# fft8_stage_scheduler_flat

### Signal wires on met3, fft8_stage_scheduler_flat

The bar under the picture is 20 um long.
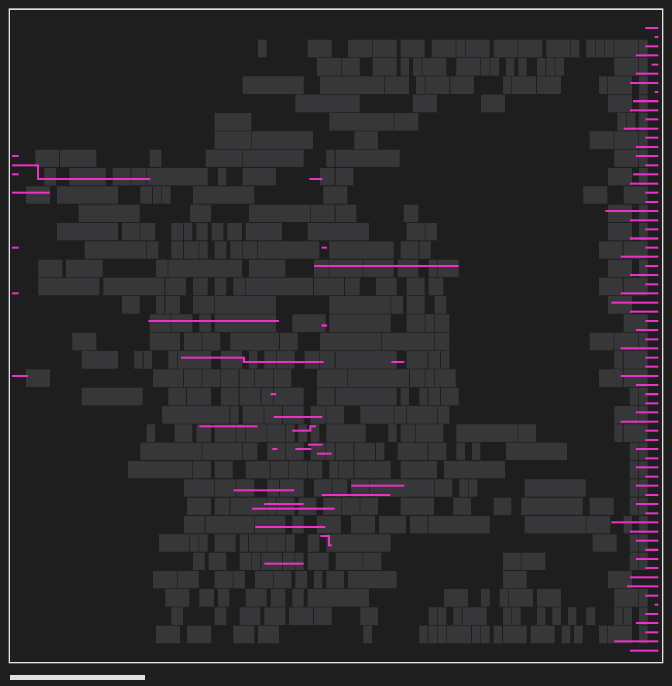

$ cat src/rtl/fft8_stage_scheduler_if.sv
// Control bundle between the system/butterfly array and the FFT stage scheduler.
// The scheduler takes the slave side; the system and the butterflies take the master side.
interface fft8_stage_scheduler_if;
    logic        start;
    logic        abort;
    logic        load_rdy;
    logic [3:0]  rdy1;
    logic [3:0]  rdy2;
    logic [3:0]  rdy3;
    logic        load_en;
    logic [2:0]  stage_en;
    logic [1:0]  stage_sel;
    logic [31:0] tw0;
    logic [31:0] tw1;
    logic [31:0] tw2;
    logic [31:0] tw3;
    logic        busy;
    logic        done;
    logic        result_valid;
    logic        err;
    logic [7:0]  latency;

    modport master (
        output start, abort, load_rdy, rdy1, rdy2, rdy3,
        input  load_en, stage_en, stage_sel, tw0, tw1, tw2, tw3,
               busy, done, result_valid, err, latency
    );

    modport slave (
        input  start, abort, load_rdy, rdy1, rdy2, rdy3,
        output load_en, stage_en, stage_sel, tw0, tw1, tw2, tw3,
               busy, done, result_valid, err, latency
    );
endinterface

$ cat src/rtl/fft8_stage_scheduler.sv
// Sequencer for the 8-point radix-2 FFT: load handshake, three butterfly stages,
// per-butterfly twiddles, completion pulse, run latency and a dwell watchdog.
// Every output is a registered decode of the next state, so outputs change on the
// same edge as the state does.
module fft8_stage_scheduler #(
    parameter logic [7:0] TIMEOUT = 8'd255
) (
    input  logic                         clk,
    input  logic                         reset_n,
    fft8_stage_scheduler_if.slave        bus
);

    typedef enum logic [2:0] {
        S_IDLE = 3'd0,
        S_LOAD = 3'd1,
        S_ST1  = 3'd2,
        S_ST2  = 3'd3,
        S_ST3  = 3'd4,
        S_DONE = 3'd5,
        S_ERR  = 3'd6
    } state_t;

    // Twiddle constants, {imag, real} in signed Q8.
    localparam logic [31:0] W0 = 32'h0000_0100;
    localparam logic [31:0] W1 = 32'hFF4B_00B5;
    localparam logic [31:0] W2 = 32'hFF00_0000;
    localparam logic [31:0] W3 = 32'hFF4B_FF4B;

    state_t      state_q, state_d;
    logic [7:0]  dwell_q, dwell_d;
    logic [7:0]  run_q, run_d;
    logic [7:0]  latency_q, latency_d;

    logic        load_en_q, load_en_d;
    logic [2:0]  stage_en_q, stage_en_d;
    logic [1:0]  stage_sel_q, stage_sel_d;
    logic [31:0] tw0_q, tw0_d;
    logic [31:0] tw1_q, tw1_d;
    logic [31:0] tw2_q, tw2_d;
    logic [31:0] tw3_q, tw3_d;
    logic        busy_q, busy_d;
    logic        done_q, done_d;
    logic        result_valid_q, result_valid_d;
    logic        err_q, err_d;

    logic        timeout_hit;
    logic        settled;
    logic        state_busy;

    // The watchdog fires on the cycle whose dwell count would reach TIMEOUT;
    // readiness in STk is only trusted once the state has lasted one full cycle.
    assign timeout_hit = (dwell_q == (TIMEOUT - 8'd1));
    assign settled     = (dwell_q != 8'd0);
    assign state_busy  = (state_q == S_LOAD) || (state_q == S_ST1) ||
                         (state_q == S_ST2)  || (state_q == S_ST3);

    // Next-state selection; abort overrides every other request.
    always_comb begin
        // NOTE: assigning a default before the case keeps every path driven, so no latch is inferred.
        state_d = state_q;
        unique case (state_q)
            S_IDLE, S_DONE, S_ERR: begin
                if (bus.start) state_d = S_LOAD;
            end
            S_LOAD: begin
                if (bus.load_rdy)    state_d = S_ST1;
                else if (timeout_hit) state_d = S_ERR;
            end
            S_ST1: begin
                if (settled && (bus.rdy1 == 4'hF)) state_d = S_ST2;
                else if (timeout_hit)              state_d = S_ERR;
            end
            S_ST2: begin
                if (settled && (bus.rdy2 == 4'hF)) state_d = S_ST3;
                else if (timeout_hit)              state_d = S_ERR;
            end
            S_ST3: begin
                if (settled && (bus.rdy3 == 4'hF)) state_d = S_DONE;
                else if (timeout_hit)              state_d = S_ERR;
            end
            default: state_d = S_IDLE;
        endcase
        if (bus.abort) state_d = S_IDLE;
    end

    // Dwell, run and latency counters; latency captures the run count on DONE entry.
    always_comb begin
        if (state_d != state_q)      dwell_d = 8'd0;
        else if (dwell_q == 8'hFF)   dwell_d = dwell_q;
        else                         dwell_d = dwell_q + 8'd1;

        run_d = run_q;
        if (state_busy) begin
            if (run_q != 8'hFF) run_d = run_q + 8'd1;
        end else if (state_d == S_LOAD) begin
            run_d = 8'd0;
        end

        latency_d = latency_q;
        if ((state_d == S_DONE) && (state_q != S_DONE)) latency_d = run_d;
    end

    // Output decode from the next state so the registered outputs track the state.
    always_comb begin
        load_en_d      = (state_d == S_LOAD);
        busy_d         = (state_d == S_LOAD) || (state_d == S_ST1) ||
                         (state_d == S_ST2)  || (state_d == S_ST3);
        result_valid_d = (state_d == S_DONE);
        err_d          = (state_d == S_ERR);
        done_d         = (state_d == S_DONE) && (state_q != S_DONE);
        stage_en_d     = 3'b000;
        stage_sel_d    = 2'd0;
        tw0_d          = W0;
        tw1_d          = W0;
        tw2_d          = W0;
        tw3_d          = W0;
        unique case (state_d)
            S_ST1: begin
                stage_en_d  = 3'b001;
                stage_sel_d = 2'd1;
            end
            S_ST2: begin
                stage_en_d  = 3'b011;
                stage_sel_d = 2'd2;
                tw1_d       = W2;
                tw3_d       = W2;
            end
            S_ST3, S_DONE: begin
                stage_en_d  = 3'b111;
                stage_sel_d = 2'd3;
                tw1_d       = W1;
                tw2_d       = W2;
                tw3_d       = W3;
            end
            default: ;
        endcase
    end

    // State, counters and output registers.
    always_ff @(posedge clk or negedge reset_n) begin
        if (!reset_n) begin
            state_q        <= S_IDLE;
            dwell_q        <= 8'd0;
            run_q          <= 8'd0;
            latency_q      <= 8'd0;
            load_en_q      <= 1'b0;
            stage_en_q     <= 3'b000;
            stage_sel_q    <= 2'd0;
            tw0_q          <= W0;
            tw1_q          <= W0;
            tw2_q          <= W0;
            tw3_q          <= W0;
            busy_q         <= 1'b0;
            done_q         <= 1'b0;
            result_valid_q <= 1'b0;
            err_q          <= 1'b0;
        end else begin
            // NOTE: non-blocking assignments let every register sample pre-edge values, as real flops do.
            state_q        <= state_d;
            dwell_q        <= dwell_d;
            run_q          <= run_d;
            latency_q      <= latency_d;
            load_en_q      <= load_en_d;
            stage_en_q     <= stage_en_d;
            stage_sel_q    <= stage_sel_d;
            tw0_q          <= tw0_d;
            tw1_q          <= tw1_d;
            tw2_q          <= tw2_d;
            tw3_q          <= tw3_d;
            busy_q         <= busy_d;
            done_q         <= done_d;
            result_valid_q <= result_valid_d;
            err_q          <= err_d;
        end
    end

    assign bus.load_en      = load_en_q;
    assign bus.stage_en     = stage_en_q;
    assign bus.stage_sel    = stage_sel_q;
    assign bus.tw0          = tw0_q;
    assign bus.tw1          = tw1_q;
    assign bus.tw2          = tw2_q;
    assign bus.tw3          = tw3_q;
    assign bus.busy         = busy_q;
    assign bus.done         = done_q;
    assign bus.result_valid = result_valid_q;
    assign bus.err          = err_q;
    assign bus.latency      = latency_q;

endmodule

$ cat src/flat_wrapper.sv
// flat-port wrapper written by rule: the top's interface ports become plain ports
module fft8_stage_scheduler_flat 
#(
    parameter logic [7:0] TIMEOUT = 8'd255
)
  (clk, reset_n, bus_start, bus_abort, bus_load_rdy, bus_rdy1, bus_rdy2, bus_rdy3, bus_load_en, bus_stage_en, bus_stage_sel, bus_tw0, bus_tw1, bus_tw2, bus_tw3, bus_busy, bus_done, bus_result_valid, bus_err, bus_latency);
  fft8_stage_scheduler_if bus_i ();
  input  logic clk;
  input  logic reset_n;
  input wire logic [$bits(bus_i.start)-1:0] bus_start;
  input wire logic [$bits(bus_i.abort)-1:0] bus_abort;
  input wire logic [$bits(bus_i.load_rdy)-1:0] bus_load_rdy;
  input wire logic [$bits(bus_i.rdy1)-1:0] bus_rdy1;
  input wire logic [$bits(bus_i.rdy2)-1:0] bus_rdy2;
  input wire logic [$bits(bus_i.rdy3)-1:0] bus_rdy3;
  output wire logic [$bits(bus_i.load_en)-1:0] bus_load_en;
  output wire logic [$bits(bus_i.stage_en)-1:0] bus_stage_en;
  output wire logic [$bits(bus_i.stage_sel)-1:0] bus_stage_sel;
  output wire logic [$bits(bus_i.tw0)-1:0] bus_tw0;
  output wire logic [$bits(bus_i.tw1)-1:0] bus_tw1;
  output wire logic [$bits(bus_i.tw2)-1:0] bus_tw2;
  output wire logic [$bits(bus_i.tw3)-1:0] bus_tw3;
  output wire logic [$bits(bus_i.busy)-1:0] bus_busy;
  output wire logic [$bits(bus_i.done)-1:0] bus_done;
  output wire logic [$bits(bus_i.result_valid)-1:0] bus_result_valid;
  output wire logic [$bits(bus_i.err)-1:0] bus_err;
  output wire logic [$bits(bus_i.latency)-1:0] bus_latency;
  assign bus_i.start = bus_start;
  assign bus_i.abort = bus_abort;
  assign bus_i.load_rdy = bus_load_rdy;
  assign bus_i.rdy1 = bus_rdy1;
  assign bus_i.rdy2 = bus_rdy2;
  assign bus_i.rdy3 = bus_rdy3;
  assign bus_load_en = bus_i.load_en;
  assign bus_stage_en = bus_i.stage_en;
  assign bus_stage_sel = bus_i.stage_sel;
  assign bus_tw0 = bus_i.tw0;
  assign bus_tw1 = bus_i.tw1;
  assign bus_tw2 = bus_i.tw2;
  assign bus_tw3 = bus_i.tw3;
  assign bus_busy = bus_i.busy;
  assign bus_done = bus_i.done;
  assign bus_result_valid = bus_i.result_valid;
  assign bus_err = bus_i.err;
  assign bus_latency = bus_i.latency;
  fft8_stage_scheduler #(.TIMEOUT(TIMEOUT)) u_core (.clk(clk), .reset_n(reset_n), .bus(bus_i));
endmodule
$ cat config.mk
export PLATFORM = sky130hd
export DESIGN_NAME = fft8_stage_scheduler_flat
export DESIGN_NICKNAME = d
export VERILOG_FILES = /design/src/rtl/fft8_stage_scheduler_if.sv /design/src/rtl/fft8_stage_scheduler.sv /design/src/flat_wrapper.sv
export SDC_FILE = /design/constraint.sdc
export NUM_CORES = 1
export LEC_CHECK = 0
export CORE_MARGIN = 2
export CORE_UTILIZATION = 37
export CTS_CLUSTER_SIZE = 14
export DETAILED_ROUTE_END_ITERATION = 7
export PLACE_DENSITY = 0.77
export SLEW_MARGIN = 30
export SYNTH_ARGS = -nofsm -noshare
export SYNTH_HDL_FRONTEND = slang
export SYNTH_SLANG_ARGS = --single-unit
$ cat constraint.sdc
create_clock -name clk -period 2.5 [get_ports clk]
set_clock_uncertainty 0.2 [all_clocks]
set_input_delay 0.625 -clock clk [delete_from_list [all_inputs] [get_ports clk]]
set_output_delay 0.625 -clock clk [all_outputs]
set_load 0.02 [all_outputs]
# dual_port_ram_clr

File: config.mk
export PLATFORM = sky130hd
export DESIGN_NAME = dual_port_ram_clr
export DESIGN_NICKNAME = d
export VERILOG_FILES = /design/src/rtl/dual_port_ram_clr.sv
export SDC_FILE = /design/constraint.sdc
export NUM_CORES = 1
export LEC_CHECK = 0
export ABC_CLOCK_PERIOD_IN_PS = 4700
export CORE_UTILIZATION = 35
export DETAILED_ROUTE_END_ITERATION = 10
export PLACE_DENSITY_LB_ADDON = 0.25
export SLEW_MARGIN = 0
export SYNTH_ARGS = -nofsm -noshare
export SYNTH_HDL_FRONTEND = slang
export SYNTH_SLANG_ARGS = --single-unit
File: constraint.sdc
create_clock -name clk -period 4.7 [get_ports clk]
set_input_delay 0.705 -clock clk [delete_from_list [all_inputs] [get_ports clk]]
set_output_delay 0.705 -clock clk [all_outputs]
set_load 0.01 [all_outputs]
File: src/rtl/dual_port_ram_clr.sv
// Simple dual-port RAM with byte-lane write enables, 1- or 2-cycle read latency,
// selectable read-during-write behaviour and a hardware clear engine.
module dual_port_ram_clr #(
   parameter int MEM_SIZE       = 5,
   parameter int DATA_WIDTH     = 32,
   parameter int BYTE_WIDTH     = 8,
   parameter int READ_LATENCY   = 1,
   parameter int WRITE_FIRST    = 1,
   parameter int CLEAR_ON_RESET = 1
) (
   input  logic                               clk,
   input  logic                               reset,
   input  logic                               clear_req,
   output logic                               ready,
   input  logic                               wr_en,
   input  logic [MEM_SIZE-1:0]                wr_addr,
   input  logic [DATA_WIDTH-1:0]              wr_data,
   input  logic [DATA_WIDTH/BYTE_WIDTH-1:0]   wr_be,
   input  logic                               rd_en,
   input  logic [MEM_SIZE-1:0]                rd_addr,
   output logic [DATA_WIDTH-1:0]              rd_data,
   output logic                               rd_valid
);

   localparam int unsigned DEPTH = 2**MEM_SIZE;
   localparam int unsigned NB    = DATA_WIDTH/BYTE_WIDTH;
   localparam logic [MEM_SIZE-1:0] LAST_ADDR = '1;

   localparam logic [0:0] ST_CLEAR = 1'b0;
   localparam logic [0:0] ST_READY = 1'b1;

   if (READ_LATENCY != 1 && READ_LATENCY != 2) begin : g_bad_latency
      $error("dual_port_ram_clr: READ_LATENCY must be 1 or 2");
   end
   if (DATA_WIDTH % BYTE_WIDTH != 0) begin : g_bad_width
      $error("dual_port_ram_clr: DATA_WIDTH must be a multiple of BYTE_WIDTH");
   end

   logic [0:0]            state;
   logic [MEM_SIZE-1:0]   clr_addr;
   logic                  clearing;
   logic                  wr_acc;
   logic                  rd_acc;
   logic                  collide;
   logic [DATA_WIDTH-1:0] ram [DEPTH];
   logic [NB-1:0]         rd_ok;
   logic [DATA_WIDTH-1:0] rd_word;
   logic [DATA_WIDTH-1:0] d1;
   logic                  v1;

   assign ready    = (state == ST_READY);
   assign clearing = (state == ST_CLEAR);
   assign wr_acc   = ready & wr_en & ~reset;
   assign rd_acc   = ready & rd_en & ~reset;
   assign collide  = wr_acc & rd_acc & (wr_addr == rd_addr);

   always_ff @(posedge clk) begin
      if (reset) begin
         state    <= (CLEAR_ON_RESET != 0) ? ST_CLEAR : ST_READY;
         clr_addr <= '0;
      end else if (state == ST_CLEAR) begin
         if (clr_addr == LAST_ADDR) state <= ST_READY;
         else                       clr_addr <= clr_addr + 1'b1;
      end else if (clear_req) begin
         state    <= ST_CLEAR;
         clr_addr <= '0;
      end
   end

   always_ff @(posedge clk) begin
      if (clearing) begin
         ram[clr_addr] <= '0;
      end else if (wr_acc) begin
         for (int unsigned i = 0; i < NB; i++)
            if (wr_be[i])
               ram[wr_addr][i*BYTE_WIDTH +: BYTE_WIDTH] <= wr_data[i*BYTE_WIDTH +: BYTE_WIDTH];
      end
   end

   // Without a reset-time clear, per-lane "written" flags make never-written lanes read as zero.
   if (CLEAR_ON_RESET == 0) begin : g_lane_ok
      logic [NB-1:0] lane_ok [DEPTH];
      always_ff @(posedge clk) begin
         if (reset) begin
            for (int unsigned a = 0; a < DEPTH; a++) lane_ok[a] <= '0;
         end else if (wr_acc) begin
            lane_ok[wr_addr] <= lane_ok[wr_addr] | wr_be;
         end
      end
      assign rd_ok = lane_ok[rd_addr];
   end else begin : g_lane_all
      assign rd_ok = '1;
   end

   always_comb begin
      rd_word = '0;
      for (int unsigned i = 0; i < NB; i++) begin
         if (rd_ok[i])
            rd_word[i*BYTE_WIDTH +: BYTE_WIDTH] = ram[rd_addr][i*BYTE_WIDTH +: BYTE_WIDTH];
         if (WRITE_FIRST != 0 && collide && wr_be[i])
            rd_word[i*BYTE_WIDTH +: BYTE_WIDTH] = wr_data[i*BYTE_WIDTH +: BYTE_WIDTH];
      end
   end

   always_ff @(posedge clk) begin
      if (reset) begin
         v1 <= 1'b0;
         d1 <= '0;
      end else begin
         v1 <= rd_acc;
         if (rd_acc) d1 <= rd_word;
      end
   end

   if (READ_LATENCY == 1) begin : g_lat1
      assign rd_data  = d1;
      assign rd_valid = v1;
   end else begin : g_lat2
      always_ff @(posedge clk) begin
         if (reset) begin
            rd_data  <= '0;
            rd_valid <= 1'b0;
         end else begin
            rd_valid <= v1;
            if (v1) rd_data <= d1;
         end
      end
   end

endmodule
# lstm_mem_dma

`config.mk`:
```
export PLATFORM = sky130hd
export DESIGN_NAME = lstm_mem_dma
export DESIGN_NICKNAME = d
export VERILOG_FILES = /design/src/rtl/lstm_dma_pkg.sv /design/src/rtl/lstm_dma_addr_gen.sv /design/src/rtl/lstm_mem_dma.sv
export SDC_FILE = /design/constraint.sdc
export NUM_CORES = 1
export LEC_CHECK = 0
export CAP_MARGIN = 25
export CORE_ASPECT_RATIO = 1.75
export CORE_UTILIZATION = 40
export CTS_CLUSTER_SIZE = 28
export DETAILED_ROUTE_END_ITERATION = 8
export PLACE_DENSITY = 0.77
export SYNTH_ARGS = -nofsm -noshare
export SYNTH_HDL_FRONTEND = slang
export SYNTH_SLANG_ARGS = --single-unit
```
`constraint.sdc`:
```
create_clock -name fpga_clk -period 1.95 [get_ports fpga_clk]
set_input_delay 0.2925 -clock fpga_clk [delete_from_list [all_inputs] [get_ports fpga_clk]]
set_output_delay 0.2925 -clock fpga_clk [all_outputs]
set_load 0.03 [all_outputs]
```
`src/rtl/lstm_dma_pkg.sv`:
```
// Shared types and constants for the LSTM memory DMA engine.
// Optional feature macro used by this block: LSTM_DMA_ERR_CHECK_EN.
package lstm_dma_pkg;

    // Transfer engine states: one word moves as RD -> LAT -> WR.
    typedef enum logic [2:0] {
        ST_IDLE = 3'd0,
        ST_RD   = 3'd1,
        ST_LAT  = 3'd2,
        ST_WR   = 3'd3,
        ST_DONE = 3'd4
    } dma_state_t;

    // Transfer direction encoding for the direct input.
    localparam logic DIR_M2L = 1'b0;
    localparam logic DIR_L2M = 1'b1;

endpackage

```
`src/rtl/lstm_dma_addr_gen.sv`:
```
// Address and word-count bookkeeping for the LSTM memory DMA engine.
// Holds the main memory address, LSTM buffer address and remaining-word
// counters; both addresses wrap naturally at their own widths.
module lstm_dma_addr_gen #(
    parameter int MAIN_MEM_ADD_LEN = 11,
    parameter int LSTM_ADD_LEN     = 7
) (
    input  logic                        fpga_clk,
    input  logic                        reset_n,
    input  logic                        load,
    input  logic                        step,
    input  logic [MAIN_MEM_ADD_LEN-1:0] first_address,
    input  logic [MAIN_MEM_ADD_LEN-1:0] count,
    output logic [MAIN_MEM_ADD_LEN-1:0] mm_addr,
    output logic [LSTM_ADD_LEN-1:0]     lstm_addr,
    output logic                        last_word
);

    localparam logic [MAIN_MEM_ADD_LEN-1:0] MM_ONE   = {{(MAIN_MEM_ADD_LEN-1){1'b0}}, 1'b1};
    localparam logic [LSTM_ADD_LEN-1:0]     LSTM_ONE = {{(LSTM_ADD_LEN-1){1'b0}}, 1'b1};

    logic [MAIN_MEM_ADD_LEN-1:0] mm_addr_reg;
    logic [MAIN_MEM_ADD_LEN-1:0] remaining_reg;
    logic [LSTM_ADD_LEN-1:0]     lstm_addr_reg;

    // Load a new job, or advance one word after each completed write.
    always_ff @(posedge fpga_clk or negedge reset_n) begin
        if (!reset_n) begin
            mm_addr_reg   <= '0;
            lstm_addr_reg <= '0;
            remaining_reg <= '0;
        end else if (load) begin
            mm_addr_reg   <= first_address;
            lstm_addr_reg <= '0;
            remaining_reg <= count;
        end else if (step) begin
            mm_addr_reg   <= mm_addr_reg + MM_ONE;
            lstm_addr_reg <= lstm_addr_reg + LSTM_ONE;
            remaining_reg <= remaining_reg - MM_ONE;
        end
    end

    assign mm_addr   = mm_addr_reg;
    assign lstm_addr = lstm_addr_reg;
    assign last_word = (remaining_reg == MM_ONE);

endmodule

```
`src/rtl/lstm_mem_dma.sv`:
```
// Word-serial DMA between main memory and the LSTM local buffer.
// Each word is read from the source, captured one cycle later, then written
// to the destination; LSTM-side accesses stall on lstm_ready.
// Optional macro LSTM_DMA_ERR_CHECK_EN adds a sticky err output flagging
// start while busy and jobs that overrun either address space.
module lstm_mem_dma
    import lstm_dma_pkg::*;
#(
    parameter int MAIN_MEM_ADD_LEN = 11,
    parameter int LSTM_ADD_LEN     = 7,
    parameter int DATA_W           = 8
) (
    input  logic                        fpga_clk,
    input  logic                        reset_n,
    input  logic                        start,
    input  logic                        direct,
    input  logic [MAIN_MEM_ADD_LEN-1:0] main_mem_count,
    input  logic [MAIN_MEM_ADD_LEN-1:0] main_mem_first_address,
    output logic [MAIN_MEM_ADD_LEN-1:0] mm_addr,
    output logic                        mm_rd_en,
    output logic                        mm_wr_en,
    output logic [DATA_W-1:0]           mm_wdata,
    input  logic [DATA_W-1:0]           mm_rdata,
    output logic [LSTM_ADD_LEN-1:0]     lstm_addr,
    output logic                        lstm_rd_en,
    output logic                        lstm_wr_en,
    output logic [DATA_W-1:0]           lstm_wdata,
    input  logic [DATA_W-1:0]           lstm_rdata,
    input  logic                        lstm_ready,
    output logic                        busy,
    output logic                        done
`ifdef LSTM_DMA_ERR_CHECK_EN
    ,
    output logic                        err
`endif
);

    dma_state_t        state_reg;
    logic              dir_reg;
    logic [DATA_W-1:0] data_reg;
    logic              load;
    logic              step;
    logic              last_word;

    // A job is taken only from IDLE; a word completes when the destination accepts.
    assign load = (state_reg == ST_IDLE) && start;
    assign step = (state_reg == ST_WR) && ((dir_reg == DIR_L2M) || lstm_ready);

    lstm_dma_addr_gen #(
        .MAIN_MEM_ADD_LEN (MAIN_MEM_ADD_LEN),
        .LSTM_ADD_LEN     (LSTM_ADD_LEN)
    ) u_addr_gen (
        .fpga_clk      (fpga_clk),
        .reset_n       (reset_n),
        .load          (load),
        .step          (step),
        .first_address (main_mem_first_address),
        .count         (main_mem_count),
        .mm_addr       (mm_addr),
        .lstm_addr     (lstm_addr),
        .last_word     (last_word)
    );

    // Transfer sequencer: direction latch, word capture and state progression.
    always_ff @(posedge fpga_clk or negedge reset_n) begin
        if (!reset_n) begin
            state_reg <= ST_IDLE;
            dir_reg   <= DIR_M2L;
            data_reg  <= '0;
        end else begin
            case (state_reg)
                ST_IDLE: begin
                    if (start) begin
                        dir_reg   <= direct;
                        state_reg <= (main_mem_count == '0) ? ST_DONE : ST_RD;
                    end
                end
                ST_RD: begin
                    // Main memory always accepts; the LSTM port may stall the read.
                    if ((dir_reg == DIR_M2L) || lstm_ready) begin
                        state_reg <= ST_LAT;
                    end
                end
                ST_LAT: begin
                    data_reg  <= (dir_reg == DIR_M2L) ? mm_rdata : lstm_rdata;
                    state_reg <= ST_WR;
                end
                ST_WR: begin
                    if (step) begin
                        state_reg <= last_word ? ST_DONE : ST_RD;
                    end
                end
                ST_DONE: begin
                    state_reg <= ST_IDLE;
                end
                default: begin
                    state_reg <= ST_IDLE;
                end
            endcase
        end
    end

    // Port strobes are pure decodes of the registered state and direction.
    assign mm_rd_en   = (state_reg == ST_RD) && (dir_reg == DIR_M2L);
    assign lstm_rd_en = (state_reg == ST_RD) && (dir_reg == DIR_L2M);
    assign mm_wr_en   = (state_reg == ST_WR) && (dir_reg == DIR_L2M);
    assign lstm_wr_en = (state_reg == ST_WR) && (dir_reg == DIR_M2L);
    assign mm_wdata   = data_reg;
    assign lstm_wdata = data_reg;
    assign busy       = (state_reg == ST_RD) || (state_reg == ST_LAT) || (state_reg == ST_WR);
    assign done       = (state_reg == ST_DONE);

`ifdef LSTM_DMA_ERR_CHECK_EN
    localparam logic [MAIN_MEM_ADD_LEN:0] MM_SPAN   = {1'b1, {MAIN_MEM_ADD_LEN{1'b0}}};
    localparam logic [MAIN_MEM_ADD_LEN:0] LSTM_SPAN = (MAIN_MEM_ADD_LEN+1)'(2 ** LSTM_ADD_LEN);

    logic                      err_reg;
    logic [MAIN_MEM_ADD_LEN:0] job_end;

    assign job_end = {1'b0, main_mem_first_address} + {1'b0, main_mem_count};

    // Sticky error: start while busy, or an accepted job overrunning either memory.
    always_ff @(posedge fpga_clk or negedge reset_n) begin
        if (!reset_n) begin
            err_reg <= 1'b0;
        end else if (start && (state_reg != ST_IDLE)) begin
            err_reg <= 1'b1;
        end else if (load && ((job_end > MM_SPAN) || ({1'b0, main_mem_count} > LSTM_SPAN))) begin
            err_reg <= 1'b1;
        end
    end

    assign err = err_reg;
`endif

endmodule

```
# tick_prescaler

**config.mk**
```make
export PLATFORM = sky130hd
export DESIGN_NAME = tick_prescaler
export DESIGN_NICKNAME = d
export VERILOG_FILES = /design/src/rtl/tick_prescaler.sv
export SDC_FILE = /design/constraint.sdc
export NUM_CORES = 1
export LEC_CHECK = 0
export CAP_MARGIN = 25
export CORE_ASPECT_RATIO = 1.2
export CORE_MARGIN = 1.5
export CORE_UTILIZATION = 30
export DETAILED_ROUTE_END_ITERATION = 8
export DONT_BUFFER_PORTS = 1
export GPL_ROUTABILITY_DRIVEN = 0
export PLACE_DENSITY = 0.53
export SYNTH_ARGS = -nofsm -noshare
export SYNTH_HDL_FRONTEND = slang
export SYNTH_SLANG_ARGS = --single-unit
```
**constraint.sdc**
```tcl
create_clock -name clk -period 2.3 [get_ports clk]
set_clock_uncertainty 0.1 [all_clocks]
set_input_delay 0.69 -clock clk [delete_from_list [all_inputs] [get_ports clk]]
set_output_delay 0.69 -clock clk [all_outputs]
set_load 0.01 [all_outputs]
```
**src/rtl/tick_prescaler.sv**
```systemverilog
`default_nettype none
// +----------------------------------------------------------------------------+
// | Module      : tick_prescaler                                               |
// | Description : Divides the system clock into one-cycle game-time ticks      |
// |               that drive the countdown's count-clock input. Also provides  |
// |               a 50%-duty blink level for digit flashing and a saturating   |
// |               count of ticks since the last resync.                        |
// |                                                                            |
// | Ports       : clk        - system clock, rising edge                       |
// |               reset      - asynchronous, active-high reset                 |
// |               start_sync - one-cycle pulse, restarts the tick phase        |
// |               pause      - level, freezes the divider and blocks ticks     |
// |               fast       - level, selects the DIV_FAST period              |
// |               slowmo     - level, halves the tick rate (optional)          |
// |               tick       - one-clk pulse per period                        |
// |               blink      - 0 first half of the period, 1 second half       |
// |               tick_count - ticks since resync/reset, saturates at 255      |
// |                                                                            |
// | Option      : define TICK_SLOWMO_EN to add the slowmo port and phase bit.  |
// |                                                                            |
// | Revision    : 1.0 - initial release                                        |
// +----------------------------------------------------------------------------+
module tick_prescaler #(
  parameter int CLK_FREQ_HZ = 50000000,
  parameter int TICK_HZ     = 1,
  parameter int FAST_MULT   = 4
) (
  input  logic       clk,
  input  logic       reset,
  input  logic       start_sync,
  input  logic       pause,
  input  logic       fast,
`ifdef TICK_SLOWMO_EN
  input  logic       slowmo,
`endif
  output logic       tick,
  output logic       blink,
  output logic [7:0] tick_count
);

  localparam int DIV      = CLK_FREQ_HZ / TICK_HZ;
  localparam int DIV_FAST = DIV / FAST_MULT;
  localparam int CW       = $clog2(DIV);

  // Terminal and half-period compare values, held as cnt-width constants so
  // that a power-of-two DIV (which does not itself fit in CW bits) still works.
  localparam logic [CW-1:0] C_DIV_M1       = CW'(DIV - 1);
  localparam logic [CW-1:0] C_DIV_HALF_M1  = CW'(DIV / 2 - 1);
  localparam logic [CW-1:0] C_FAST_M1      = CW'(DIV_FAST - 1);
  localparam logic [CW-1:0] C_FAST_HALF_M1 = CW'(DIV_FAST / 2 - 1);

  logic [CW-1:0] cnt_q, cnt_d;
  logic          tick_q, tick_d;
  logic          blink_q, blink_d;
  logic [7:0]    tick_count_q, tick_count_d;

  logic [CW-1:0] limit_m1;
  logic [CW-1:0] half_m1;
  logic          wrap;
  logic          do_tick;

`ifdef TICK_SLOWMO_EN
  logic          phase_q, phase_d;
`endif

  // Limit is re-evaluated every cycle, so raising fast with cnt already past
  // the short terminal value wraps immediately (">=" rather than "==").
  always_comb begin
    limit_m1 = fast ? C_FAST_M1      : C_DIV_M1;
    half_m1  = fast ? C_FAST_HALF_M1 : C_DIV_HALF_M1;
    wrap     = (cnt_q >= limit_m1);
  end

  always_comb begin
    cnt_d        = cnt_q;
    tick_d       = 1'b0;
    blink_d      = blink_q;
    tick_count_d = tick_count_q;
    do_tick      = 1'b0;
`ifdef TICK_SLOWMO_EN
    phase_d      = slowmo ? phase_q : 1'b0;
`endif

    if (start_sync) begin
      // Resync beats pause and any coincident wrap: no tick this cycle.
      cnt_d        = '0;
      blink_d      = 1'b0;
      tick_count_d = '0;
`ifdef TICK_SLOWMO_EN
      phase_d      = 1'b0;
`endif
    end else if (pause) begin
      // Hold phase; tick_d already defaults low.
      cnt_d = cnt_q;
    end else if (wrap) begin
      cnt_d   = '0;
      blink_d = 1'b0;
`ifdef TICK_SLOWMO_EN
      // In slow-motion only every second wrap produces a tick.
      if (slowmo) begin
        phase_d = ~phase_q;
        do_tick = phase_q;
      end else begin
        do_tick = 1'b1;
      end
`else
      do_tick = 1'b1;
`endif
      if (do_tick) begin
        tick_d = 1'b1;
        if (tick_count_q != 8'hFF) begin
          tick_count_d = tick_count_q + 8'd1;
        end
      end
    end else begin
      cnt_d = cnt_q + 1'b1;
      if (cnt_q == half_m1) begin
        blink_d = 1'b1;
      end
    end
  end

  always_ff @(posedge clk or posedge reset) begin
    if (reset) begin
      cnt_q        <= '0;
      tick_q       <= 1'b0;
      blink_q      <= 1'b0;
      tick_count_q <= '0;
    end else begin
      cnt_q        <= cnt_d;
      tick_q       <= tick_d;
      blink_q      <= blink_d;
      tick_count_q <= tick_count_d;
    end
  end

`ifdef TICK_SLOWMO_EN
  always_ff @(posedge clk or posedge reset) begin
    if (reset) begin
      phase_q <= 1'b0;
    end else begin
      phase_q <= phase_d;
    end
  end
`endif

  assign tick       = tick_q;
  assign blink      = blink_q;
  assign tick_count = tick_count_q;

endmodule
`default_nettype wire

```

==> gallery <==
Wiring by layer.
panel A
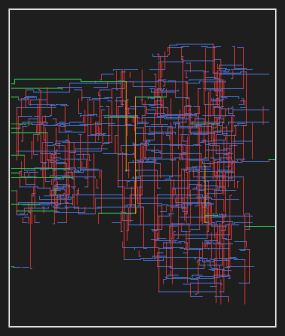
panel B
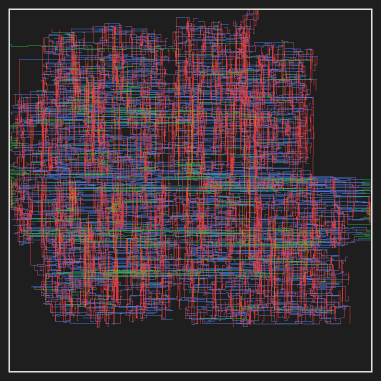
panel C
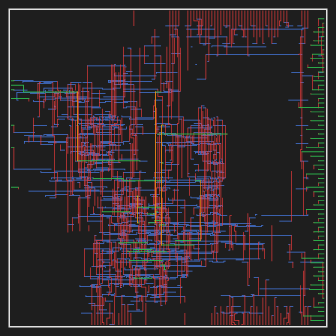
panel D
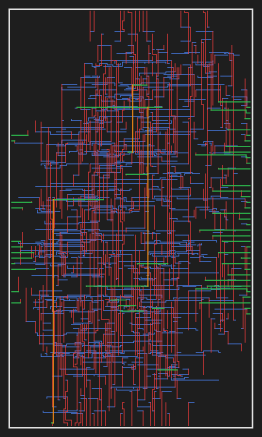
The one with the most wire is panel B.
The one with the least wire is panel A.
| from | picture |
|---|---|
| dual_port_ram_clr | panel B |
| fft8_stage_scheduler_flat | panel C |
| lstm_mem_dma | panel D |
| tick_prescaler | panel A |

Key to panel D:
legend:
  orange:
    layer: metal 4
    wire_length: 114 um
  red:
    layer: metal 2
    wire_length: 3220 um
  green:
    layer: metal 3
    wire_length: 317 um
  blue:
    layer: metal 1
    wire_length: 2370 um

### Routing congestion, dual_port_ram_clr

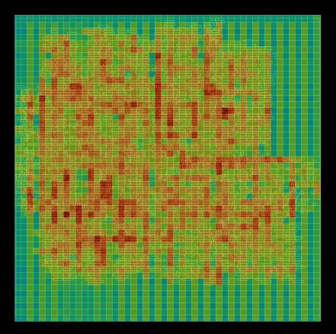
met1 usage: 0.270
GR Layer Usage met2: 0.269

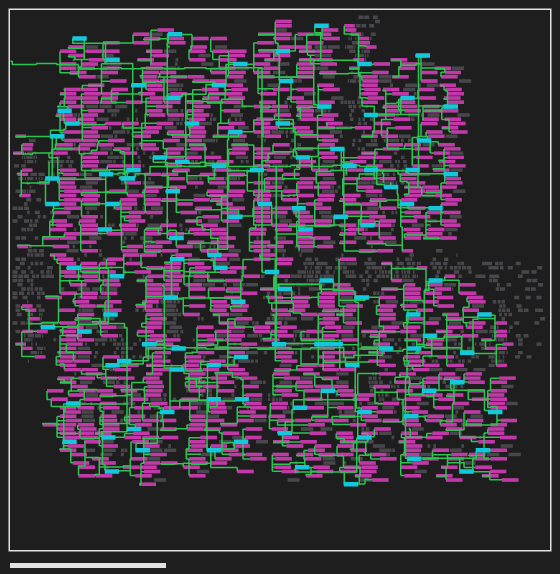
*Clock network drawn from the DEF, dual_port_ram_clr*
The bar under the picture is 100 um long.
legend:
  cyan:
    item: clock drivers
    count: 108
  green:
    item: clock wires
    length: 12400 um
  magenta:
    item: flip-flops
    count: 1063
routed clock nets: 109

==> commit_impl_results.txt, dual_port_ram_clr <==
Update PnR metrics after Yosys + OpenROAD run

- Critical path destination: ram[0][24]$_DFFE_PP_
* Number of max-capacitance violations reported: 0
* Library cell occupying the most area in the post-synthesis netlist: edfxtp_1
- Switching power summed over all nets: 4130 uW
* Area contributors post-synth: edfxtp_1 74%, mux4_2 14%, o22ai_1 1.9%
- The most common logic cell in the final layout is edfxtp_1.
* Post-synthesis cell area: 0.0414 mm2
- WL met3: 8580 um
* Maximum clock frequency: 259 MHz
- STA puts the critical path data required time at 4980 ps.
- Crit path max-delay cell type: nor3_1
* Result of the run: finished, final reports clean
- Core area: 0.117 mm2
- Gr ovfl total: 0
- Area share of xor/xnor cells in the synthesized design: 0.00211
- CTS Hold Bufs: 0
dual_port_ram_clr: final cells by class:
class,count,area share
clock buffers,122,0.0571
flip-flops and latches,1063,0.653
multi-input cells,798,0.192
repair buffers,229,0.0435
clock inverters,77,0.0142
well taps,1524,0.0395
inverters,3,0.000233
dual_port_ram_clr: routing by layer:
metal,vias to the layer above,track usage
li1,8925,-
met1,11300,0.270
met2,934,0.269
met3,143,0.0422
met4,0,0.0405
met5,-,0
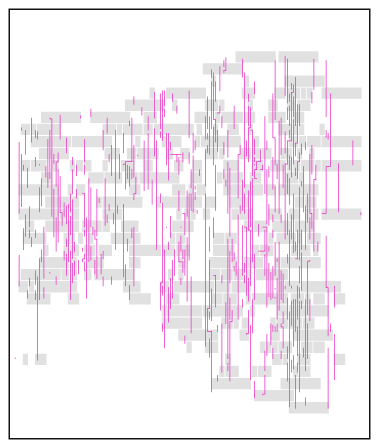
*The metal 2 layer, tick_prescaler*
longest straight run: 34.3 um
wire length on this layer: 2370 um

==> commit_impl_results.txt, tick_prescaler <==
Update PnR metrics after Yosys + OpenROAD run

* Result of the run: finished with violations
- The final reports fail on setup timing.
* Setup WS post-layout: -78.7 ps
* Flop share of the area: 0.333
- Per the CTS log, the maximum H-tree level is 2.
- In the final report, the number of pins over their slew limit comes to 0.
- Leak Pwr: 0.00113 uW
- On the worst path, the slowest cell contributes a delay of 410 ps.
* Total via count in the routed design: 1792
- Number of failing setup endpoints in the final timing report: 31
- Power of the sequential group: 640 uW
- The area taken by sequential standard cells is reported as 901 um2.
- Traced cell by cell, the critical path runs through ha_4 -> nand4b_1 -> or3_4 -> nor3_4 -> a211oi_2 -> buf_6 -> nor4_4 -> mux2_4.
* Number of DRC violations after detailed routing: 0
- The number of gates resized after CTS was 16.
* Combinational share of cell area: 0.490
- Number of signal-net inverters in the final layout: 6
- Counting plain and timing-repair buffers in the layout gives 31.
* Relative max-transition margin: 0.393
* Pin count of the biggest net entering global routing: 37
[tick_prescaler: layer usage]
layer,global-route usage,share of wire
met1,0.173,0.45
met2,0.240,0.49
met3,0.0370,0.041
met4,0.0474,0.016
met5,0,0
[tick_prescaler: layout by cell type (no fill, tap or decap), types with 5 or more instances in the layout]
cell type / instances
dfrtp_1: 36
clkbuf_8: 6
nor3_1: 8
buf_4: 26
nor2_1: 39
ha_1: 7
xnor2_1: 11
xor2_1: 13
a21oi_2: 5
nand4_1: 10
nand2_1: 23
nand3_1: 8
inv_1: 6
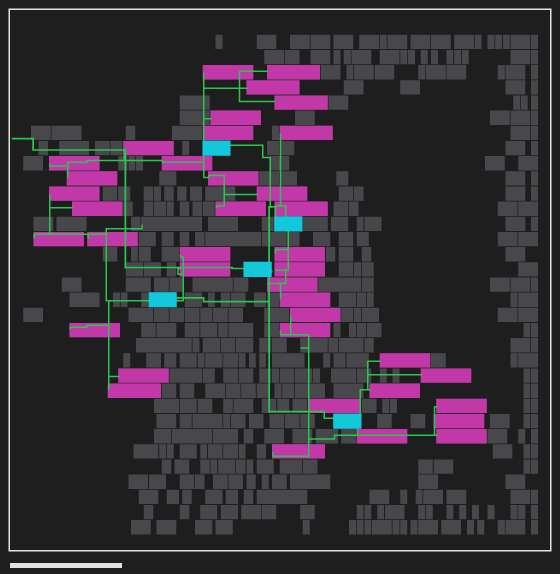
*Clock network drawn from the DEF, fft8_stage_scheduler_flat*
The bar under the picture is 20 um long.
legend:
  green:
    item: clock wires
    length: 501 um
  cyan:
    item: clock drivers
    count: 5
  magenta:
    item: flip-flops
    count: 39
routed clock nets: 6

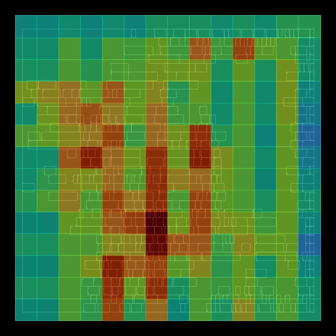
*Routing congestion, fft8_stage_scheduler_flat*
met3 Resource Use GR: 0.0267
combined global-route utilization of all metal layers: 0.136
GR Layer Usage met2: 0.239

About 'Signal wires on met3' of fft8_stage_scheduler_flat:
nets with wire on the layer: 91
wire length on this layer: 382 um

==> commit_impl_results.txt, fft8_stage_scheduler_flat <==
Update PnR metrics after Yosys + OpenROAD run

* Result of the run: finished with violations
- The final reports fail on setup timing.
* Critical path arrival: 2530 ps
- Final core utilization: 0.492
* Cell count in the Yosys report: 342
- Final hold analysis gives a worst-case slack of 111 ps.
* Max IR drop VDD: 229 uV
- According to the CTS report, the clock sink count is 39.
- Clk ins delay skew pair: 300 ps
- Counting cells, the worst reg-to-reg path comes to 8.
- Summed over all instances, the cell type with the most area after synthesis is buf_4.
- The die is 96.8 um wide.
- For this run, the register share of the synthesized area comes to 0.307.
- Of the total synthesized cell area, the portion taken by full adders, half adders and majority gates is 0.0157.
- In this run, power in combinational logic comes to 688 uW.
- Count of library flops with an enable pin: 0
* Launching element type of the critical path: flip-flop
* Via count of the first global-routing pass: 2198
- Yosys reports a chip area of 0.00319 mm2.
- Number of failing setup endpoints in the final timing report: 1
* Number of max-capacitance violations reported: 0
- The final timing report gives a worst setup slack of -37.5 ps.
fft8_stage_scheduler_flat: area by class of cell:
type,instances,area (um2),area share
multi-input cells,234,1530,0.376
repair buffers,138,1260,0.310
flip-flops and latches,39,986,0.242
well taps,105,131,0.0322
clock buffers,6,82.6,0.0202
inverters,12,45.0,0.0110
clock inverters,2,38.8,0.00951
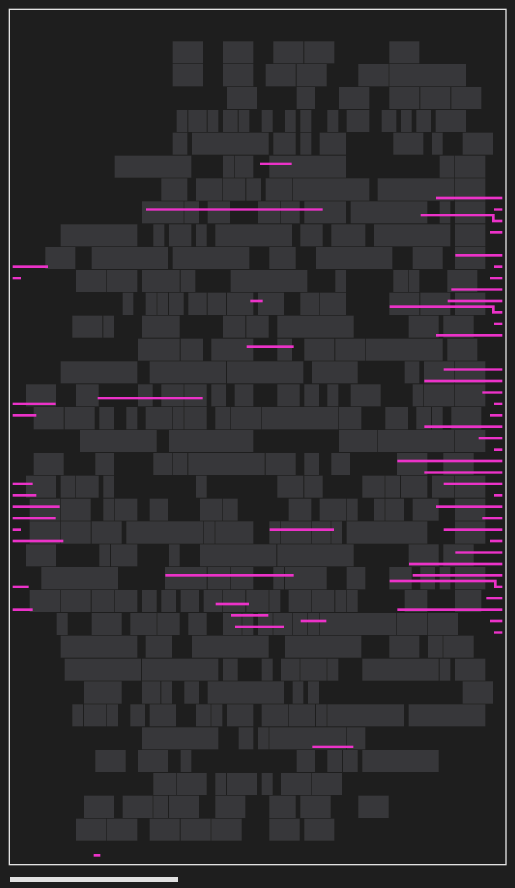
*Signal wires on met3, lstm_mem_dma*
The bar under the picture is 20 um long.
nets with wire on the layer: 57
longest straight run: 20.7 um
wire length on this layer: 317 um
share of all routed wire: 5.3%
main direction: horizontal

==> commit_impl_results.txt, lstm_mem_dma <==
Update PnR metrics after Yosys + OpenROAD run

- The buffer_ports step reported a buffer count of 82.
- Number of signal-net inverters in the final layout: 3
- Worst setup path startpoint: u_addr_gen.remaining_reg[5]$_DFFE_PN0P_
* Cells after DPL: 394
- The script computed a power per unit cell area of 1570 mW/mm2.
- Critical path arrival: 2070 ps
- Synth top area share: 0.453
- RePlAce ended its routability-driven mode at a weighted congestion of 0.817.
- The final timing report lists a max-slew violation count of 0.
- Relative max-transition margin: 0.646
- Once routing completed, OpenROAD measured the worst setup slack at 61.9 ps.
* AND-OR/OR-AND share of the synthesized area: 0.159
- Entering global routing, the biggest net connects 42 pins.
- After layout, the buffer instance count without clock buffers stands at 100.
- Summing all multiplexer cells gives an area fraction of 0.0397.
* Ys flops: 41
* Count of clock-net buffers in the final layout: 7
* Post-synthesis async set-or-reset flop share: 1.00
* Result of the run: finished, final reports clean
- From left edge to right edge, the die measures 58.9 um.
* Combined area of the multi-input logic cells: 0.00113 mm2
- Count of flip-flops and latches: 41
* PnR Total Power: 5170 uW
-- lstm_mem_dma: metal layers --
metal / share of wire / track usage / vias up
li1: - / - / 1053
met1: 0.39 / 0.242 / 1047
met2: 0.53 / 0.378 / 70
met3: 0.053 / 0.0345 / 7
met4: 0.019 / 0.0879 / 0
met5: 0 / 0 / -
-- lstm_mem_dma: report_power, final --
group	switching [uW]	internal, uW
Combinational	1640	1330
Clock	277	281
Sequential	423	1220
Total	2340	2830
-- lstm_mem_dma: critical path, cell delays in order, from the launching register on --
cell	delay [ps]
dfrtp_1	410
or3_1	370
or4_4	460
nand4bb_4	240
a221o_1	300


==> notes/layouts.md <==
Pictures saved along the way, in no particular order.

The metal 2 layer.
picture 1
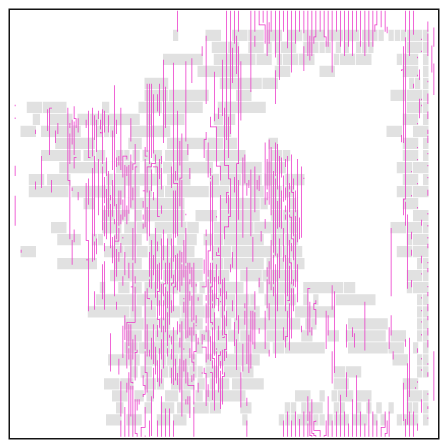
picture 2
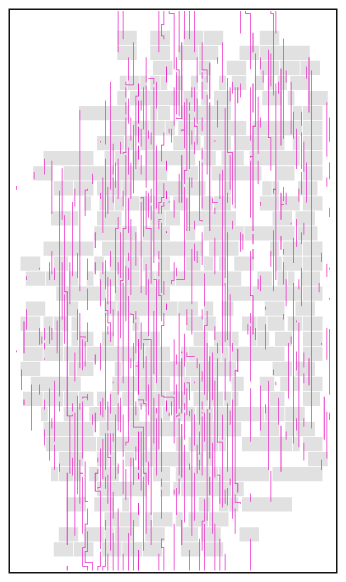
picture 3
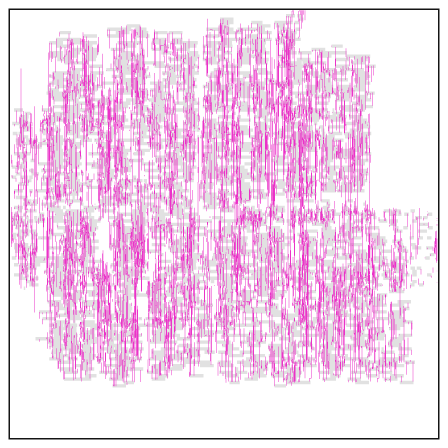
- picture 2 = lstm_mem_dma
- picture 1 = fft8_stage_scheduler_flat
- picture 3 = dual_port_ram_clr

Key to picture 2:
wire length on this layer: 3220 um
main direction: vertical
nets with wire on the layer: 328
longest straight run: 64.6 um

Power is estimated from default activity; no workload was simulated.
